######## block 1 ########
Figure 1. Routed metal per tile (block 1).
Bar = 50 um. The die is cut into 22 by 22 equal tiles; dark blue is low, red is high, scaled to the fullest tile. Values are wire area over tile area, all layers added.
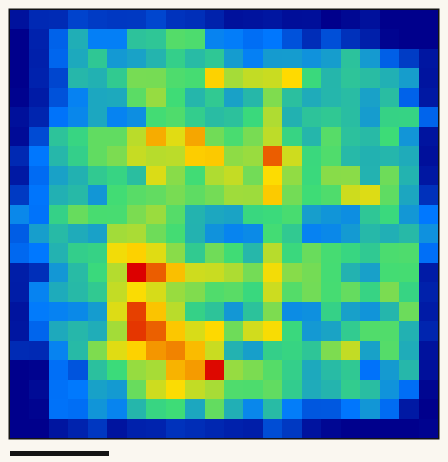
Figure 2. Local utilization (block 1).
Bar = 50 um. The die is cut into 22 by 22 equal tiles; dark blue is low, red is high, 0 to 100% covered.
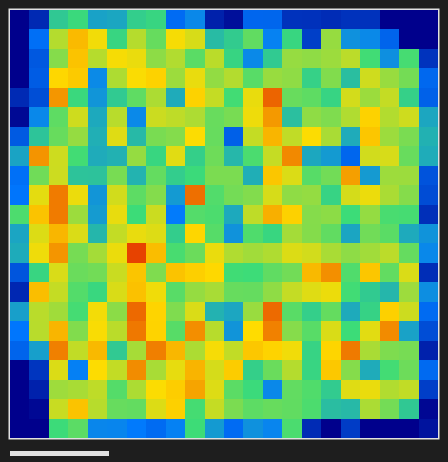
<file path="config.mk">
export PLATFORM = sky130hd
export DESIGN_NAME = apb_timer_mc_unit_flat
export DESIGN_NICKNAME = d
export VERILOG_FILES = /design/src/rtl/apb_timer_mc_unit_if.sv /design/src/rtl/apb_timer_mc_unit.sv /design/src/flat_wrapper.sv
export SDC_FILE = /design/constraint.sdc
export NUM_CORES = 1
export LEC_CHECK = 0
export CORE_MARGIN = 2
export CORE_UTILIZATION = 45
export DETAILED_ROUTE_END_ITERATION = 12
export SLEW_MARGIN = 10
export SYNTH_ARGS = -nofsm -noshare
export SYNTH_HDL_FRONTEND = slang
export SYNTH_SLANG_ARGS = --single-unit
</file>
<file path="constraint.sdc">
create_clock -name HCLK -period 3.59 [get_ports HCLK]
set_clock_uncertainty 0.2 [all_clocks]
set_input_delay 0.718 -clock HCLK [delete_from_list [all_inputs] [get_ports HCLK]]
set_output_delay 0.718 -clock HCLK [all_outputs]
set_load 0.01 [all_outputs]
</file>
<file path="src/rtl/apb_timer_mc_unit_if.sv">
// APB slave bus bundle for apb_timer_mc_unit; the fabric side uses the master modport.
interface apb_timer_mc_unit_if #(
  parameter int ADDR_W = 12
);
  logic              PSEL;
  logic              PENABLE;
  logic              PWRITE;
  logic [ADDR_W-1:0] PADDR;
  logic [31:0]       PWDATA;
  logic [31:0]       PRDATA;
  logic              PREADY;
  logic              PSLVERR;

  modport master (
    output PSEL, PENABLE, PWRITE, PADDR, PWDATA,
    input  PRDATA, PREADY, PSLVERR
  );

  modport slave (
    input  PSEL, PENABLE, PWRITE, PADDR, PWDATA,
    output PRDATA, PREADY, PSLVERR
  );
endinterface

</file>
<file path="src/rtl/apb_timer_mc_unit.sv">
// NUM_CH-channel APB timer: prescaled up-counters with compare match and level interrupts.
// Define APB_TIMER_MC_CASCADE_EN to make mode 11 count matches of the previous channel.
module apb_timer_mc_unit #(
  parameter int NUM_CH  = 4,
  parameter int CNT_W   = 32,
  parameter int PRESC_W = 8,
  parameter int ADDR_W  = 12
) (
  input  logic               HCLK,
  input  logic               HRESET,
  apb_timer_mc_unit_if.slave apb,
  input  logic               stoptimer_i,
  input  logic [NUM_CH-1:0]  event_i,
  input  logic               ref_tick_i,
  output logic [NUM_CH-1:0]  irq_o,
  output logic               busy_o
);
  typedef enum logic [1:0] {
    MODE_CONT    = 2'b00,
    MODE_ONESHOT = 2'b01,
    MODE_EVENT   = 2'b10,
    MODE_CASCADE = 2'b11
  } mode_e;

  logic [NUM_CH-1:0]  en_q, en_d, src_q, src_d, irqEn_q, irqEn_d, stat_q, stat_d;
  mode_e              mode_q  [NUM_CH];
  mode_e              mode_d  [NUM_CH];
  logic [PRESC_W-1:0] presc_q [NUM_CH];
  logic [PRESC_W-1:0] presc_d [NUM_CH];
  logic [PRESC_W-1:0] pcnt_q  [NUM_CH];
  logic [PRESC_W-1:0] pcnt_d  [NUM_CH];
  logic [CNT_W-1:0]   cnt_q   [NUM_CH];
  logic [CNT_W-1:0]   cnt_d   [NUM_CH];
  logic [CNT_W-1:0]   cmp_q   [NUM_CH];
  logic [CNT_W-1:0]   cmp_d   [NUM_CH];

  logic              refSync_q, refPrev_q, busy_q;
  logic [NUM_CH-1:0] evSync_q, evPrev_q;
  logic              refRise;
  logic [NUM_CH-1:0] evRise;

  logic [31:0] chSel, rdData;
  logic [3:0]  off;
  logic        access, decErr, wrEn;

  assign chSel   = 32'(apb.PADDR[ADDR_W-1:4]);
  assign off     = apb.PADDR[3:0];
  assign access  = apb.PSEL & apb.PENABLE;
  assign decErr  = (chSel >= 32'(NUM_CH)) || (off[1:0] != 2'b00);
  assign wrEn    = access & apb.PWRITE & ~decErr;
  assign refRise = refSync_q & ~refPrev_q;
  assign evRise  = evSync_q & ~evPrev_q;

  // Per-channel next state; later assignments win, which orders the collision rules.
  always_comb begin
    logic tick, inc, hit, wrCh;
`ifdef APB_TIMER_MC_CASCADE_EN
    logic prevMatch;
    prevMatch = 1'b0;
`endif
    for (int c = 0; c < NUM_CH; c++) begin
      en_d[c]    = en_q[c];
      mode_d[c]  = mode_q[c];
      src_d[c]   = src_q[c];
      irqEn_d[c] = irqEn_q[c];
      presc_d[c] = presc_q[c];
      pcnt_d[c]  = pcnt_q[c];
      cnt_d[c]   = cnt_q[c];
      cmp_d[c]   = cmp_q[c];
      stat_d[c]  = stat_q[c];
      wrCh       = wrEn && (chSel == 32'(c));

      case (mode_q[c])
        MODE_EVENT:   tick = evRise[c];
        MODE_CASCADE: tick = 1'b0;
        default:      tick = src_q[c] ? refRise : 1'b1;
      endcase

      inc = 1'b0;
      if (!en_q[c]) begin
        pcnt_d[c] = '0;
      end else if (!stoptimer_i) begin
        if (mode_q[c] == MODE_CASCADE) begin
`ifdef APB_TIMER_MC_CASCADE_EN
          inc = prevMatch;
`endif
        end else if (tick) begin
          if (pcnt_q[c] == presc_q[c]) begin
            pcnt_d[c] = '0;
            inc       = 1'b1;
          end else begin
            pcnt_d[c] = pcnt_q[c] + 1'b1;
          end
        end
      end

      hit = inc && (cnt_q[c] == cmp_q[c]);
      if (inc) begin
        cnt_d[c] = hit ? '0 : cnt_q[c] + 1'b1;
      end
      if (hit && mode_q[c] == MODE_ONESHOT) begin
        en_d[c] = 1'b0;
      end

      if (wrCh) begin
        case (off)
          4'h0: begin
            en_d[c]    = apb.PWDATA[0];
            mode_d[c]  = mode_e'(apb.PWDATA[2:1]);
            src_d[c]   = apb.PWDATA[3];
            irqEn_d[c] = apb.PWDATA[4];
            presc_d[c] = apb.PWDATA[8 +: PRESC_W];
          end
          4'h4:    cnt_d[c] = apb.PWDATA[CNT_W-1:0];
          4'h8:    cmp_d[c] = apb.PWDATA[CNT_W-1:0];
          4'hC:    if (apb.PWDATA[0]) stat_d[c] = 1'b0;
          default: ;
        endcase
      end
      if (hit) begin
        stat_d[c] = 1'b1;
      end
`ifdef APB_TIMER_MC_CASCADE_EN
      prevMatch = hit;
`endif
    end
  end

  always_comb begin
    rdData = '0;
    for (int c = 0; c < NUM_CH; c++) begin
      if (chSel == 32'(c)) begin
        case (off)
          4'h0:    rdData = 32'({presc_q[c], 3'b000, irqEn_q[c], src_q[c], mode_q[c], en_q[c]});
          4'h4:    rdData = 32'(cnt_q[c]);
          4'h8:    rdData = 32'(cmp_q[c]);
          4'hC:    rdData = {31'd0, stat_q[c]};
          default: rdData = '0;
        endcase
      end
    end
  end

  assign apb.PRDATA  = (access && !decErr) ? rdData : '0;
  assign apb.PSLVERR = access & decErr;
  assign apb.PREADY  = 1'b1;
  assign irq_o       = stat_q & irqEn_q;
  assign busy_o      = busy_q;

  // Edge-detect pipeline keeps sampling while frozen so a resume does not see stale edges.
  always_ff @(posedge HCLK) begin
    if (HRESET) begin
      en_q      <= '0;
      src_q     <= '0;
      irqEn_q   <= '0;
      stat_q    <= '0;
      refSync_q <= 1'b0;
      refPrev_q <= 1'b0;
      evSync_q  <= '0;
      evPrev_q  <= '0;
      busy_q    <= 1'b0;
      for (int c = 0; c < NUM_CH; c++) begin
        mode_q[c]  <= MODE_CONT;
        presc_q[c] <= '0;
        pcnt_q[c]  <= '0;
        cnt_q[c]   <= '0;
        cmp_q[c]   <= '0;
      end
    end else begin
      en_q      <= en_d;
      src_q     <= src_d;
      irqEn_q   <= irqEn_d;
      stat_q    <= stat_d;
      refSync_q <= ref_tick_i;
      refPrev_q <= refSync_q;
      evSync_q  <= event_i;
      evPrev_q  <= evSync_q;
      busy_q    <= (|en_q) & ~stoptimer_i;
      for (int c = 0; c < NUM_CH; c++) begin
        mode_q[c]  <= mode_d[c];
        presc_q[c] <= presc_d[c];
        pcnt_q[c]  <= pcnt_d[c];
        cnt_q[c]   <= cnt_d[c];
        cmp_q[c]   <= cmp_d[c];
      end
    end
  end
endmodule

</file>
<file path="src/flat_wrapper.sv">
// flat-port wrapper written by rule: the top's interface ports become plain ports
module apb_timer_mc_unit_flat 
#(
  parameter int NUM_CH  = 4,
  parameter int CNT_W   = 32,
  parameter int PRESC_W = 8,
  parameter int ADDR_W  = 12
)
  (HCLK, HRESET, stoptimer_i, event_i, ref_tick_i, irq_o, busy_o, apb_PSEL, apb_PENABLE, apb_PWRITE, apb_PADDR, apb_PWDATA, apb_PRDATA, apb_PREADY, apb_PSLVERR);
  apb_timer_mc_unit_if #(.ADDR_W(ADDR_W)) apb_i ();
  input  logic HCLK;
  input  logic HRESET;
  input  logic stoptimer_i;
  input  logic [NUM_CH-1:0] event_i;
  input  logic ref_tick_i;
  output logic [NUM_CH-1:0] irq_o;
  output logic busy_o;
  input wire logic [$bits(apb_i.PSEL)-1:0] apb_PSEL;
  input wire logic [$bits(apb_i.PENABLE)-1:0] apb_PENABLE;
  input wire logic [$bits(apb_i.PWRITE)-1:0] apb_PWRITE;
  input wire logic [$bits(apb_i.PADDR)-1:0] apb_PADDR;
  input wire logic [$bits(apb_i.PWDATA)-1:0] apb_PWDATA;
  output wire logic [$bits(apb_i.PRDATA)-1:0] apb_PRDATA;
  output wire logic [$bits(apb_i.PREADY)-1:0] apb_PREADY;
  output wire logic [$bits(apb_i.PSLVERR)-1:0] apb_PSLVERR;
  assign apb_i.PSEL = apb_PSEL;
  assign apb_i.PENABLE = apb_PENABLE;
  assign apb_i.PWRITE = apb_PWRITE;
  assign apb_i.PADDR = apb_PADDR;
  assign apb_i.PWDATA = apb_PWDATA;
  assign apb_PRDATA = apb_i.PRDATA;
  assign apb_PREADY = apb_i.PREADY;
  assign apb_PSLVERR = apb_i.PSLVERR;
  apb_timer_mc_unit #(.NUM_CH(NUM_CH), .CNT_W(CNT_W), .PRESC_W(PRESC_W), .ADDR_W(ADDR_W)) u_core (.HCLK(HCLK), .HRESET(HRESET), .apb(apb_i), .stoptimer_i(stoptimer_i), .event_i(event_i), .ref_tick_i(ref_tick_i), .irq_o(irq_o), .busy_o(busy_o));
endmodule
</file>
==> results_slide.txt <==
Key Metrics from the Run

Worst setup path
  • Crit Path Class: primary input to primary output
  • Register-to-register setup slack: 0.55 ns
  • Setup crit end: apb_PRDATA[8]
  • RR Startpoint: u_core.cnt_q[0][23]
  • Reg-to-reg endpoint: u_core.cnt_q[0][25]
  • Data required, critical path: 2.67 ns
  • Crit-path max cell delay: 0.36 ns
  • CP arrival: 2.65 ns

Logic synthesis
  • Asr flop ratio synth: 0%
  • Main flop type: dfxtp_1
  • Synthesized cell area: 20,100 um2
  • Distinct lib cells used: 76
  • Registers, synthesis: 355
  • Syn Nets: 2,646
  • EDFF count, synth: 0

Min path
  • Endpoint with the worst hold slack: u_core.cmp_q[2][0]
  • Hold Path Class: primary input to flop

Final layout
  • Fin nets: 2,773
  • Combinational gates: 1,973
  • Count of non-CTS inverters in the layout: 30
  • Gate Area: 12,700 um2
  • Inserted Diodes: 0
  • Top Layout Cells: 501 x nand2_1, 355 x dfxtp_1, 227 x a21oi_1
  • Layout cell share with drive strength beyond 1: 17.7%

Timing
  • Count of final setup violators: 0
  • Fin crit share: 99.4%

Clock tree
  • Skew-Pair Late Insertion Delay: 0.61 ns
  • Clock sinks: 355

Placement
  • Placed insts: 3,214
  • Placed instance area: 22,400 um2

Detailed routing
  • Final WL: 83.7 mm
  • DRC: 0
  • Initial DRT Pass Iterations: 6

Power and ir drop
  • Largest power group: clock
  • Overall power: 9.18 mW
  • VDD IR-drop max: 0.311 mV

GRT
  • Largest net degree at the start of global routing: 102
  • Total track usage: 35.1%

Floorplan
  • # rows: 77
  • Chip width: 215 um

Status
  • Status: finished, final reports clean
Notes on Figure 1 above:
The mean over all tiles is 0.31. 5.6% of the tiles are nearly empty. The densest ninth of the die: center. 34% of the tiles are over half the peak. The fullest tile reaches 0.79.
WL/cell: 25.1 um
via count: 20,686

Notes on Figure 2 above:
The fullest tile reaches 93%. 4.3% of the tiles are nearly empty. 13% of the tiles are over 75% full. The mean over all tiles is 53%.
Core Util, Final: 56.8%
core box area: 44,100 um2
fp_density: 45.5%

[cell usage after synthesis, drive strengths merged (8+ instances only)]
cell type / number
nand2b: 9
o22ai: 43
nand4: 86
o211ai: 16
nor4: 72
a22oi: 41
clkbuf: 167
mux2i: 40
buf: 59
xor2: 76
or3: 13
a21oi: 243
a2111oi: 12
ha: 8
and4: 10
inv: 30
a221oi: 57
nand3: 53
nor3: 55
o21ai: 84
and3: 17
xnor2: 210
a22o: 11
nor2b: 19
dfxtp: 355
and2: 17
nand2: 503
nor2: 148
a31oi: 17
a211oi: 41
[metal layers]
metal	wire, um	GRT usage [%]
met2	36000	52.4
met3	8640	7.84
met5	0	0
met4	4510	16.9
met1	34600	47.7
[registers in the layout (all words and copies together) (netlist names)]
name              count
u_core.refPrev_q      1
u_core.cnt_q        128
u_core.mode_q         8
u_core.cmp_q        128
u_core.refSync_q      1
u_core.evPrev_q       4
u_core.evSync_q       4
u_core.pcnt_q        32
u_core.presc_q       32
u_core.busy_o         1
u_core.src_q          4
u_core.irqEn_q        4
u_core.en_q           4
u_core.stat_q         4
[critical path, delay by kind of cell]
family	cells	cell delay, ns
and+or+nand+nor	2	0.37
AOI/OAI and AO/OA	2	0.51
buffers and inverters	6	1.04

######## block 2 ########
===== src/rtl/arb_pkg.sv =====
// Shared types and default sizes for the register-bank write arbiter.
package arb_pkg;
  localparam int N_REQ_DEF = 4;
  localparam int WIDTH_DEF = 8;
  localparam int DEPTH_DEF = 8;

  // 2'b11 is unreachable and falls into the IDLE branch of the FSM.
  typedef enum logic [1:0] {
    IDLE   = 2'b00,
    GRANT  = 2'b01,
    COMMIT = 2'b10
  } state_t;
endpackage


===== src/rtl/rr_pick.sv =====
// Combinational round-robin picker: first set req bit at or after ptr, with wrap.
module rr_pick #(
  parameter int N_REQ = 4,
  parameter int PTR_W = $clog2(N_REQ)
) (
  input  logic [N_REQ-1:0] req,
  input  logic [PTR_W-1:0] ptr,
  output logic [N_REQ-1:0] onehot,
  output logic [PTR_W-1:0] idx,
  output logic             valid
);
  always_comb begin
    int j;
    logic [PTR_W-1:0] jj;
    onehot = '0;
    idx    = '0;
    valid  = 1'b0;
    j      = 0;
    jj     = '0;
    for (int k = 0; k < N_REQ; k++) begin
      j = int'(ptr) + k;
      if (j >= N_REQ) j -= N_REQ;
      jj = PTR_W'(j);
      if (!valid && req[jj]) begin
        valid      = 1'b1;
        idx        = jj;
        onehot[jj] = 1'b1;
      end
    end
  end
endmodule


===== src/rtl/regbank_arbiter.sv =====
// Round-robin write arbiter in front of a DFF register bank, with an async read port.
module regbank_arbiter
  import arb_pkg::*;
#(
  parameter  int N_REQ  = N_REQ_DEF,
  parameter  int WIDTH  = WIDTH_DEF,
  parameter  int DEPTH  = DEPTH_DEF,
  localparam int ADDR_W = $clog2(DEPTH)
) (
  input  logic                    clk,
  input  logic                    reset,
  input  logic [N_REQ-1:0]        req,
  input  logic [N_REQ*ADDR_W-1:0] wr_addr,
  input  logic [N_REQ*WIDTH-1:0]  wr_data,
  output logic [N_REQ-1:0]        gnt,
  output logic [N_REQ-1:0]        ack,
  input  logic [ADDR_W-1:0]       rd_addr,
  output logic [WIDTH-1:0]        rd_data,
  output logic                    busy
);
  localparam int PTR_W = $clog2(N_REQ);

  state_t            state;
  logic [PTR_W-1:0]  ptr, win;
  logic [N_REQ-1:0]  pick_oh, win_oh;
  logic [PTR_W-1:0]  pick_idx;
  logic              pick_vld;
  logic [ADDR_W-1:0] w_addr;
  logic [WIDTH-1:0]  w_data;
  logic [WIDTH-1:0]  bank [DEPTH];

  rr_pick #(.N_REQ(N_REQ), .PTR_W(PTR_W)) u_pick (
    .req    (req),
    .ptr    (ptr),
    .onehot (pick_oh),
    .idx    (pick_idx),
    .valid  (pick_vld)
  );

  assign w_addr  = wr_addr[win*ADDR_W +: ADDR_W];
  assign w_data  = wr_data[win*WIDTH +: WIDTH];
  assign win_oh  = {{(N_REQ-1){1'b0}}, 1'b1} << win;
  assign rd_data = bank[rd_addr];
  assign busy    = (state == GRANT) || (state == COMMIT);

  always_ff @(posedge clk or negedge reset) begin
    if (!reset) begin
      state <= IDLE;
      gnt   <= '0;
      ack   <= '0;
      ptr   <= '0;
      win   <= '0;
      for (int i = 0; i < DEPTH; i++) bank[i] <= '0;
    end else begin
      case (state)
        GRANT: begin
          gnt <= '0;
          // Winner dropping req before commit aborts without touching ptr.
          if (req[win]) begin
            bank[w_addr] <= w_data;
            ack          <= win_oh;
            ptr          <= (win == PTR_W'(N_REQ-1)) ? '0 : win + 1'b1;
            state        <= COMMIT;
          end else begin
            state <= IDLE;
          end
        end
        COMMIT: begin
          ack   <= '0;
          state <= IDLE;
        end
        default: begin
          ack <= '0;
          if (pick_vld) begin
            gnt   <= pick_oh;
            win   <= pick_idx;
            state <= GRANT;
          end else begin
            gnt   <= '0;
            state <= IDLE;
          end
        end
      endcase
    end
  end
endmodule


===== config.mk =====
export PLATFORM = sky130hd
export DESIGN_NAME = regbank_arbiter
export DESIGN_NICKNAME = d
export VERILOG_FILES = /design/src/rtl/arb_pkg.sv /design/src/rtl/rr_pick.sv /design/src/rtl/regbank_arbiter.sv
export SDC_FILE = /design/constraint.sdc
export NUM_CORES = 1
export LEC_CHECK = 0
export CORE_MARGIN = 3
export CORE_UTILIZATION = 40
export CTS_CLUSTER_SIZE = 12
export DETAILED_ROUTE_END_ITERATION = 8
export PLACE_DENSITY = 0.6
export SLEW_MARGIN = 10
export SYNTH_ARGS = -nofsm -noshare
export SYNTH_HDL_FRONTEND = slang
export SYNTH_SLANG_ARGS = --single-unit

===== constraint.sdc =====
create_clock -name clk -period 7.5 [get_ports clk]
set_input_delay 1.5 -clock clk [delete_from_list [all_inputs] [get_ports clk]]
set_output_delay 1.5 -clock clk [all_outputs]
set_load 0.05 [all_outputs]

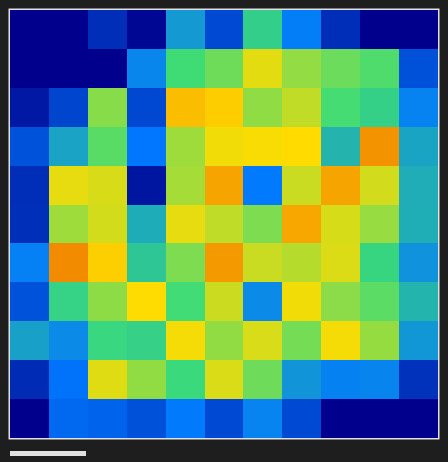
Figure 3: block 2, local utilization.
Bar = 20 um. The die is cut into 11 by 11 equal tiles; dark blue is low, red is high, 0 to 100% covered.
The emptiest ninth of the die: upper left. The fullest tile reaches 84%. 9.9% of the tiles are nearly empty. 8.3% of the tiles are over 75% full. The mean over all tiles is 43%.
Core Util, Final: 51.7%
core box area: 11,000 um2

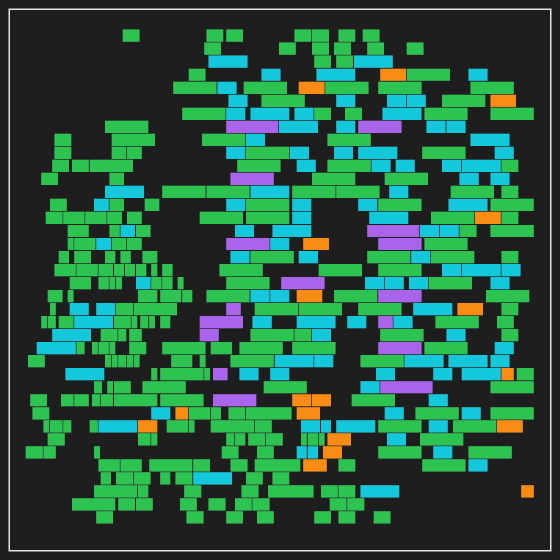
Figure 4: block 2, drive-strength map.
Purple marks x6 and larger, cells 16. Cyan marks x2, cells 103. Orange marks x3 and x4, cells 18. Green marks x1 and smaller, cells 252.
Signal buffers: 71
area grow syn2layout: 24.4%
final instance area: 5680 um2

==> results_slide.txt <==
Key Metrics from the Run

Logic synthesis
  • List of most frequent post-synthesis cells: 78 x dfrtp_1, 67 x mux2_2, 29 x mux4_2, 14 x ha_1
  • XORs/XNORs by Area: 0%
  • Max-area cell share: 42.8%
  • YS chip area: 4560 um2
  • Asr flop ratio synth: 100%
  • Top-count cell post-synth: dfrtp_1
  • Complex Gates by Area: 5.54%
  • Leading area contributor after synthesis: dfrtp_1
  • Cell count after synthesis: 324
  • Registers, synthesis: 78
  • Synth mux share: 37.6%
  • Top cells, area: dfrtp_1 43%, mux2_2 17%, mux4_2 14%, ha_1 3.8%, mux2_4 2.6%
  • Basic Gates by Area: 6.94%

Clock tree
  • Post-CTS setup repair buffer count: 0
  • Root Driver: clkbuf_16
  • # resized after CTS: 0
  • Reg clk slew, reported paths: 0.06 ns
  • H-Tree Depth: 3
  • Post-CTS Hold Buffers: 0
  • CTS Buffer Depth: 2

Detailed routing
  • Final WL: 10.4 mm
  • Via count: 2,910
  • Via density: 5.50
  • Initial DRT Pass Iterations: 4
  • DRC: 0
  • Iter 0 DRT Violations: 118

Final layout
  • Largest registers: bank x64, ack x4, gnt x4
  • Fin nets: 451
  • Biggest register: bank
  • Most frequent logic cell in the layout: dfrtp_1
  • Layout cell share with drive strength beyond 1: 35.2%
  • Inserted Diodes: 0

Power and ir drop
  • Sequential power share: 30.9%
  • Overall power: 2.51 mW

Job
  • Max_cap viols: 0
  • Tool Warnings: 37

Timing
  • RSZ-0062 raised after global routing: no
  • Fin worst setup slack: 2.07 ns
  • Skew final: 0.0116 ns
  • Slew Viols, Final: 0
  • Fin. Hold Viols: 0

Worst setup path
  • RR Startpoint: ptr[1]
  • CP max FO: 16
  • Crit Path Class: primary input to primary output
  • CP dominant cell by count: clkdlybuf4s50_1
  • CP max-delay cell: clkdlybuf4s50_1
  • Data required, critical path: 6.00 ns
  • CP arrival: 3.93 ns
  • Register-to-register setup slack: 4.29 ns

Status
  • Status: finished, final reports clean

Min path
  • Hold Path Class: flop to flop

Floorplan
  • Fp_density: 41.5%
  • # rows: 38
  • Chip width: 113 um
  • Die Height: 113 um
  • Die area: 12,700 um2

Placement
  • Place WS: 2.07 ns
  • Placed instance area: 5320 um2

GRT
  • Overflow after GRT: 0
  • Total track usage: 17.3%
  • Vias in the first global route: 3,147
  • Initial antenna violation count: 0
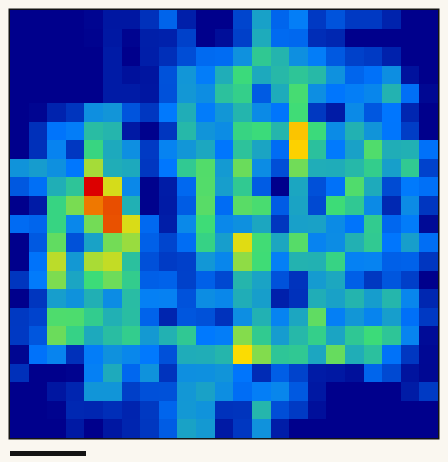
Figure 5: block 2, routed metal per tile.
Bar = 20 um. The die is cut into 23 by 23 equal tiles; dark blue is low, red is high, scaled to the fullest tile. Values are wire area over tile area, all layers added.
The emptiest ninth of the die: upper left. 17% of the tiles are nearly empty. The fullest tile reaches 0.51. The densest ninth of the die: middle left.

==> layout make-up <==
type,instances,area (um2)
clock inverters,7,128
well taps,140,175
clock buffers,9,225
inverters,8,30.0
fillers,914,5310
flip-flops and latches,78,1950
multi-input cells,216,2460
repair buffers,71,703
==> critical path: cells and delay by family <==
family,cells,cell delay (ns)
multiplexers,2,0.68
buffers and inverters,2,1.74
==> metal layers <==
layer | vias to the layer above | track usage [%] | routed length (um)
met1 | 1494 | 22.6 | 4470
met4 | 0 | 5.69 | 153
li1 | 1353 | - | -
met5 | - | 0 | 0
met2 | 53 | 29.7 | 5480
met3 | 10 | 2.35 | 262
==> how the worst max path moves through the flow <==
stage,to,slack (ns),cells past startpoint
3_3_place_gp,rd_data[5],2.10,4
4_1_cts,rd_data[5],2.06,4
2_1_floorplan,rd_data[0],2.87,4
5_1_grt,rd_data[5],1.97,4
6_report,rd_data[7],2.07,4
3_5_place_dp,rd_data[5],2.07,4
==> logic make-up after synthesis <==
group | after synthesis
AND-OR/OR-AND | 33
multiplexers | 118
adder cells (fa/ha/maj) | 14
flip-flops | 78
buffers and inverters | 30
AND/OR/NAND/NOR | 51

######## block 3 ########
Figure 6. Drive-strength map (block 3).
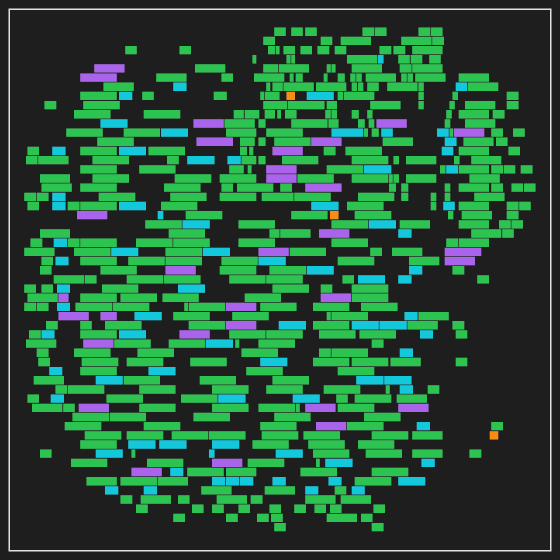
Figure 7. Local utilization (block 3).
Bar = 50 um. The die is cut into 16 by 16 equal tiles; dark blue is low, red is high, 0 to 100% covered.
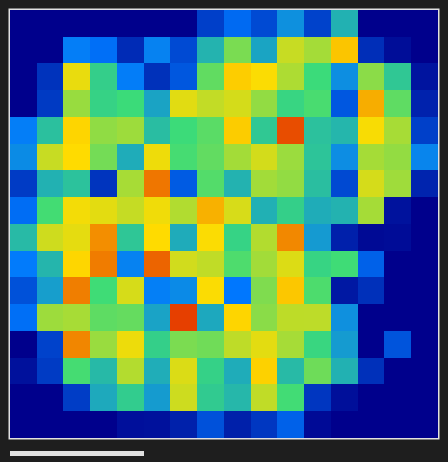
## src/rtl/wb_write_queue.sv

```systemverilog
// Four-entry write-back queue feeding a parallel-load register file through one-hot load enables.
// Optional WB_ZERO_DISCARD_EN: writes to register 0 complete the handshake but are never queued.
module wb_write_queue #(
  parameter  int N     = 32,
  parameter  int R     = 32,
  parameter  int DEPTH = 4,
  localparam int A     = (R > 1) ? $clog2(R) : 1
) (
  input  logic         clk,
  input  logic         rst,
  input  logic         in_valid,
  output logic         in_ready,
  input  logic [A-1:0] in_addr,
  input  logic [N-1:0] in_data,
  input  logic         stall,
  output logic [R-1:0] load,
  output logic [N-1:0] WriteData,
  output logic [2:0]   count,
  output logic         full,
  output logic         empty
);

  logic [A-1:0] addr_mem [DEPTH];
  logic [N-1:0] data_mem [DEPTH];

  logic [1:0]   wr_ptr_q, wr_ptr_d;
  logic [1:0]   rd_ptr_q, rd_ptr_d;
  logic [2:0]   count_q, count_d;
  logic [R-1:0] load_q, load_d;
  logic [N-1:0] wdata_q, wdata_d;

  logic         push;
  logic         enq;
  logic         pop;
  logic [A-1:0] head_addr;
  logic [N-1:0] head_data;
  logic [R-1:0] head_onehot;

  assign full      = (count_q == 3'd4);
  assign empty     = (count_q == 3'd0);
  assign in_ready  = !full;
  assign count     = count_q;
  assign load      = load_q;
  assign WriteData = wdata_q;

  assign push = in_valid && in_ready;
`ifdef WB_ZERO_DISCARD_EN
  assign enq  = push && (in_addr != '0);
`else
  assign enq  = push;
`endif
  assign pop  = !empty && !stall;

  assign head_addr = addr_mem[rd_ptr_q];
  assign head_data = data_mem[rd_ptr_q];

  // Addresses at or beyond R match no decoder bit, so such writes pop with load = 0.
  genvar gi;
  generate
    for (gi = 0; gi < R; gi++) begin : g_dec
      assign head_onehot[gi] = (head_addr == A'(gi));
    end
  endgenerate

  always_comb begin
    wr_ptr_d = wr_ptr_q;
    rd_ptr_d = rd_ptr_q;
    count_d  = count_q;
    load_d   = '0;
    wdata_d  = wdata_q;
    if (enq) begin
      wr_ptr_d = wr_ptr_q + 2'd1;
    end
    if (pop) begin
      rd_ptr_d = rd_ptr_q + 2'd1;
      load_d   = head_onehot;
      wdata_d  = head_data;
    end
    count_d = count_q + {2'b00, enq} - {2'b00, pop};
  end

  always_ff @(posedge clk or negedge rst) begin
    if (!rst) begin
      wr_ptr_q <= '0;
      rd_ptr_q <= '0;
      count_q  <= '0;
      load_q   <= '0;
      wdata_q  <= '0;
    end else begin
      wr_ptr_q <= wr_ptr_d;
      rd_ptr_q <= rd_ptr_d;
      count_q  <= count_d;
      load_q   <= load_d;
      wdata_q  <= wdata_d;
    end
  end

  // Entry storage carries no reset; validity is tracked solely by the pointers and count.
  always_ff @(posedge clk) begin
    if (enq) begin
      addr_mem[wr_ptr_q] <= in_addr;
      data_mem[wr_ptr_q] <= in_data;
    end
  end

endmodule

```

## config.mk

```make
export PLATFORM = sky130hd
export DESIGN_NAME = wb_write_queue
export DESIGN_NICKNAME = d
export VERILOG_FILES = /design/src/rtl/wb_write_queue.sv
export SDC_FILE = /design/constraint.sdc
export NUM_CORES = 1
export LEC_CHECK = 0
export CAP_MARGIN = 10
export CORE_MARGIN = 4
export CORE_UTILIZATION = 35
export CTS_CLUSTER_SIZE = 20
export DETAILED_ROUTE_END_ITERATION = 12
export PLACE_DENSITY = 0.56
export RECOVER_POWER = 100
export SETUP_SLACK_MARGIN = 0.15
export SLEW_MARGIN = 20
export SYNTH_ARGS = -nofsm -noshare
export SYNTH_HDL_FRONTEND = slang
export SYNTH_SLANG_ARGS = --single-unit
```

## constraint.sdc

```tcl
create_clock -name clk -period 6.4 [get_ports clk]
set_input_delay 1.28 -clock clk [delete_from_list [all_inputs] [get_ports clk]]
set_output_delay 1.28 -clock clk [all_outputs]
set_load 0.01 [all_outputs]
```

==> results_slide.txt <==
Key Metrics from the Run

Floorplan
  • # Taps: 285

Final layout
  • Final Non-Filler Cells: 803
  • Max FFs per register: 128
  • Gate Area: 1660 um2
  • Most frequent logic cell in the layout: edfxtp_1
  • Reg area: 6220 um2
  • Fillers: 1,967

Job
  • Max_cap viols: 6

Worst setup path
  • Crit Path Class: primary input to flop
  • Crit path capture type: flop

Placement
  • Place WS: 2.47 ns
  • Placed insts: 758

Clock tree
  • Root Driver: clkbuf_16
  • CTS Buffer Depth: 3
  • H-Tree Depth: 1
  • Post-CTS Hold Buffers: 0
  • CTS tree: yes

Status
  • Failing checks: max-capacitance violations, max-slew violations
  • Status: complete, but fails checks

Logic synthesis
  • Syn. warnings: 0
  • Synth mux share: 14.9%
  • Synth Seq Share: 76.8%
  • XORs/XNORs by Area: 0.541%
  • Synth logic family: multiplexers
  • Cell count after synthesis: 382
  • Distinct lib cells used: 29
  • YS chip area: 8100 um2
  • Asr flop ratio synth: 32.4%

Detailed routing
  • Via density: 4.77
  • Top Layer Used: met4

Timing
  • Slew Viols, Final: 211
## Picture notes: Figure 6
Purple marks x6 and larger, cells 31. Orange marks x3 and x4, cells 3. Cyan marks x2, cells 79. Green marks x1 and smaller, cells 405.

## Picture notes: Figure 7
8.2% of the tiles are over 75% full. The fullest tile reaches 93%. 17% of the tiles are nearly empty. The densest ninth of the die: center. The emptiest ninth of the die: lower right.

-- path summary, 6_finish.rpt --
| path | start | end | slack, ns | depth (start not counted) |
|---|---|---|---|---|
| worst max-delay path | in_valid | data_mem[0][23] | 2.06 | 3 |
| worst min-delay path | WriteData[31] | WriteData[31] | 0.49 | 1 |
| worst max register to register | rd_ptr_q[0] | load[2] | 2.70 | 3 |
| worst min register to register | WriteData[31] | WriteData[31] | 0.49 | 1 |
| max in group asynchronous | rst | rd_ptr_q[1] | 4.83 | 1 |
| min in group asynchronous | rst | WriteData[6] | 0.91 | 1 |
-- worst max-delay path: stages --
cell	delay, ns
dlygate4sd3_1	0.51
nor2b_1	0.42
and2_0	2.16
-- layer usage --
| metal | vias up | global-route usage [%] |
|---|---|---|
| li1 | 1731 | - |
| met2 | 90 | 19.6 |
| met3 | 17 | 2.86 |
| met1 | 1994 | 16.2 |
| met5 | - | 0 |
| met4 | 0 | 2.62 |
-- power breakdown --
group	total, mW	internal, mW	switching, mW
Combinational	1.20	0.637	0.567
Sequential	2.12	1.90	0.224
Clock	1.41	0.889	0.524
Total	4.74	3.42	1.32


## Gallery

Cells colored by class.
shot_01.png
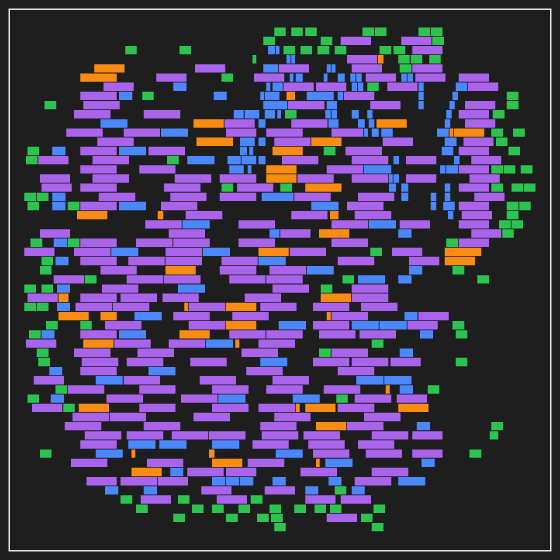
shot_02.png
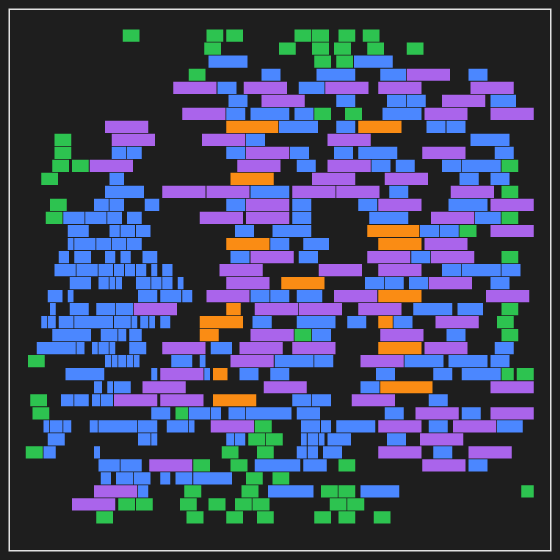
shot_03.png
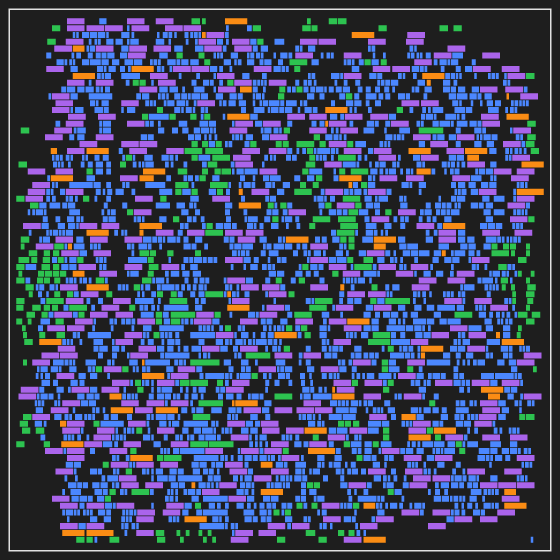
block 2: shot_02.png
block 3: shot_01.png
block 1: shot_03.png
- most cells: shot_03.png

Key to shot_01.png:
Green marks remaining buffers and delay cells, cells 111, share of their area 11%. Orange marks clock drivers and dummy loads, cells 44, share of their area 8.4%. Blue marks remaining logic cells, cells 144, share of their area 17%. Purple marks sequential cells, cells 219, share of their area 63%.

Power and IR drop assume default switching activity.
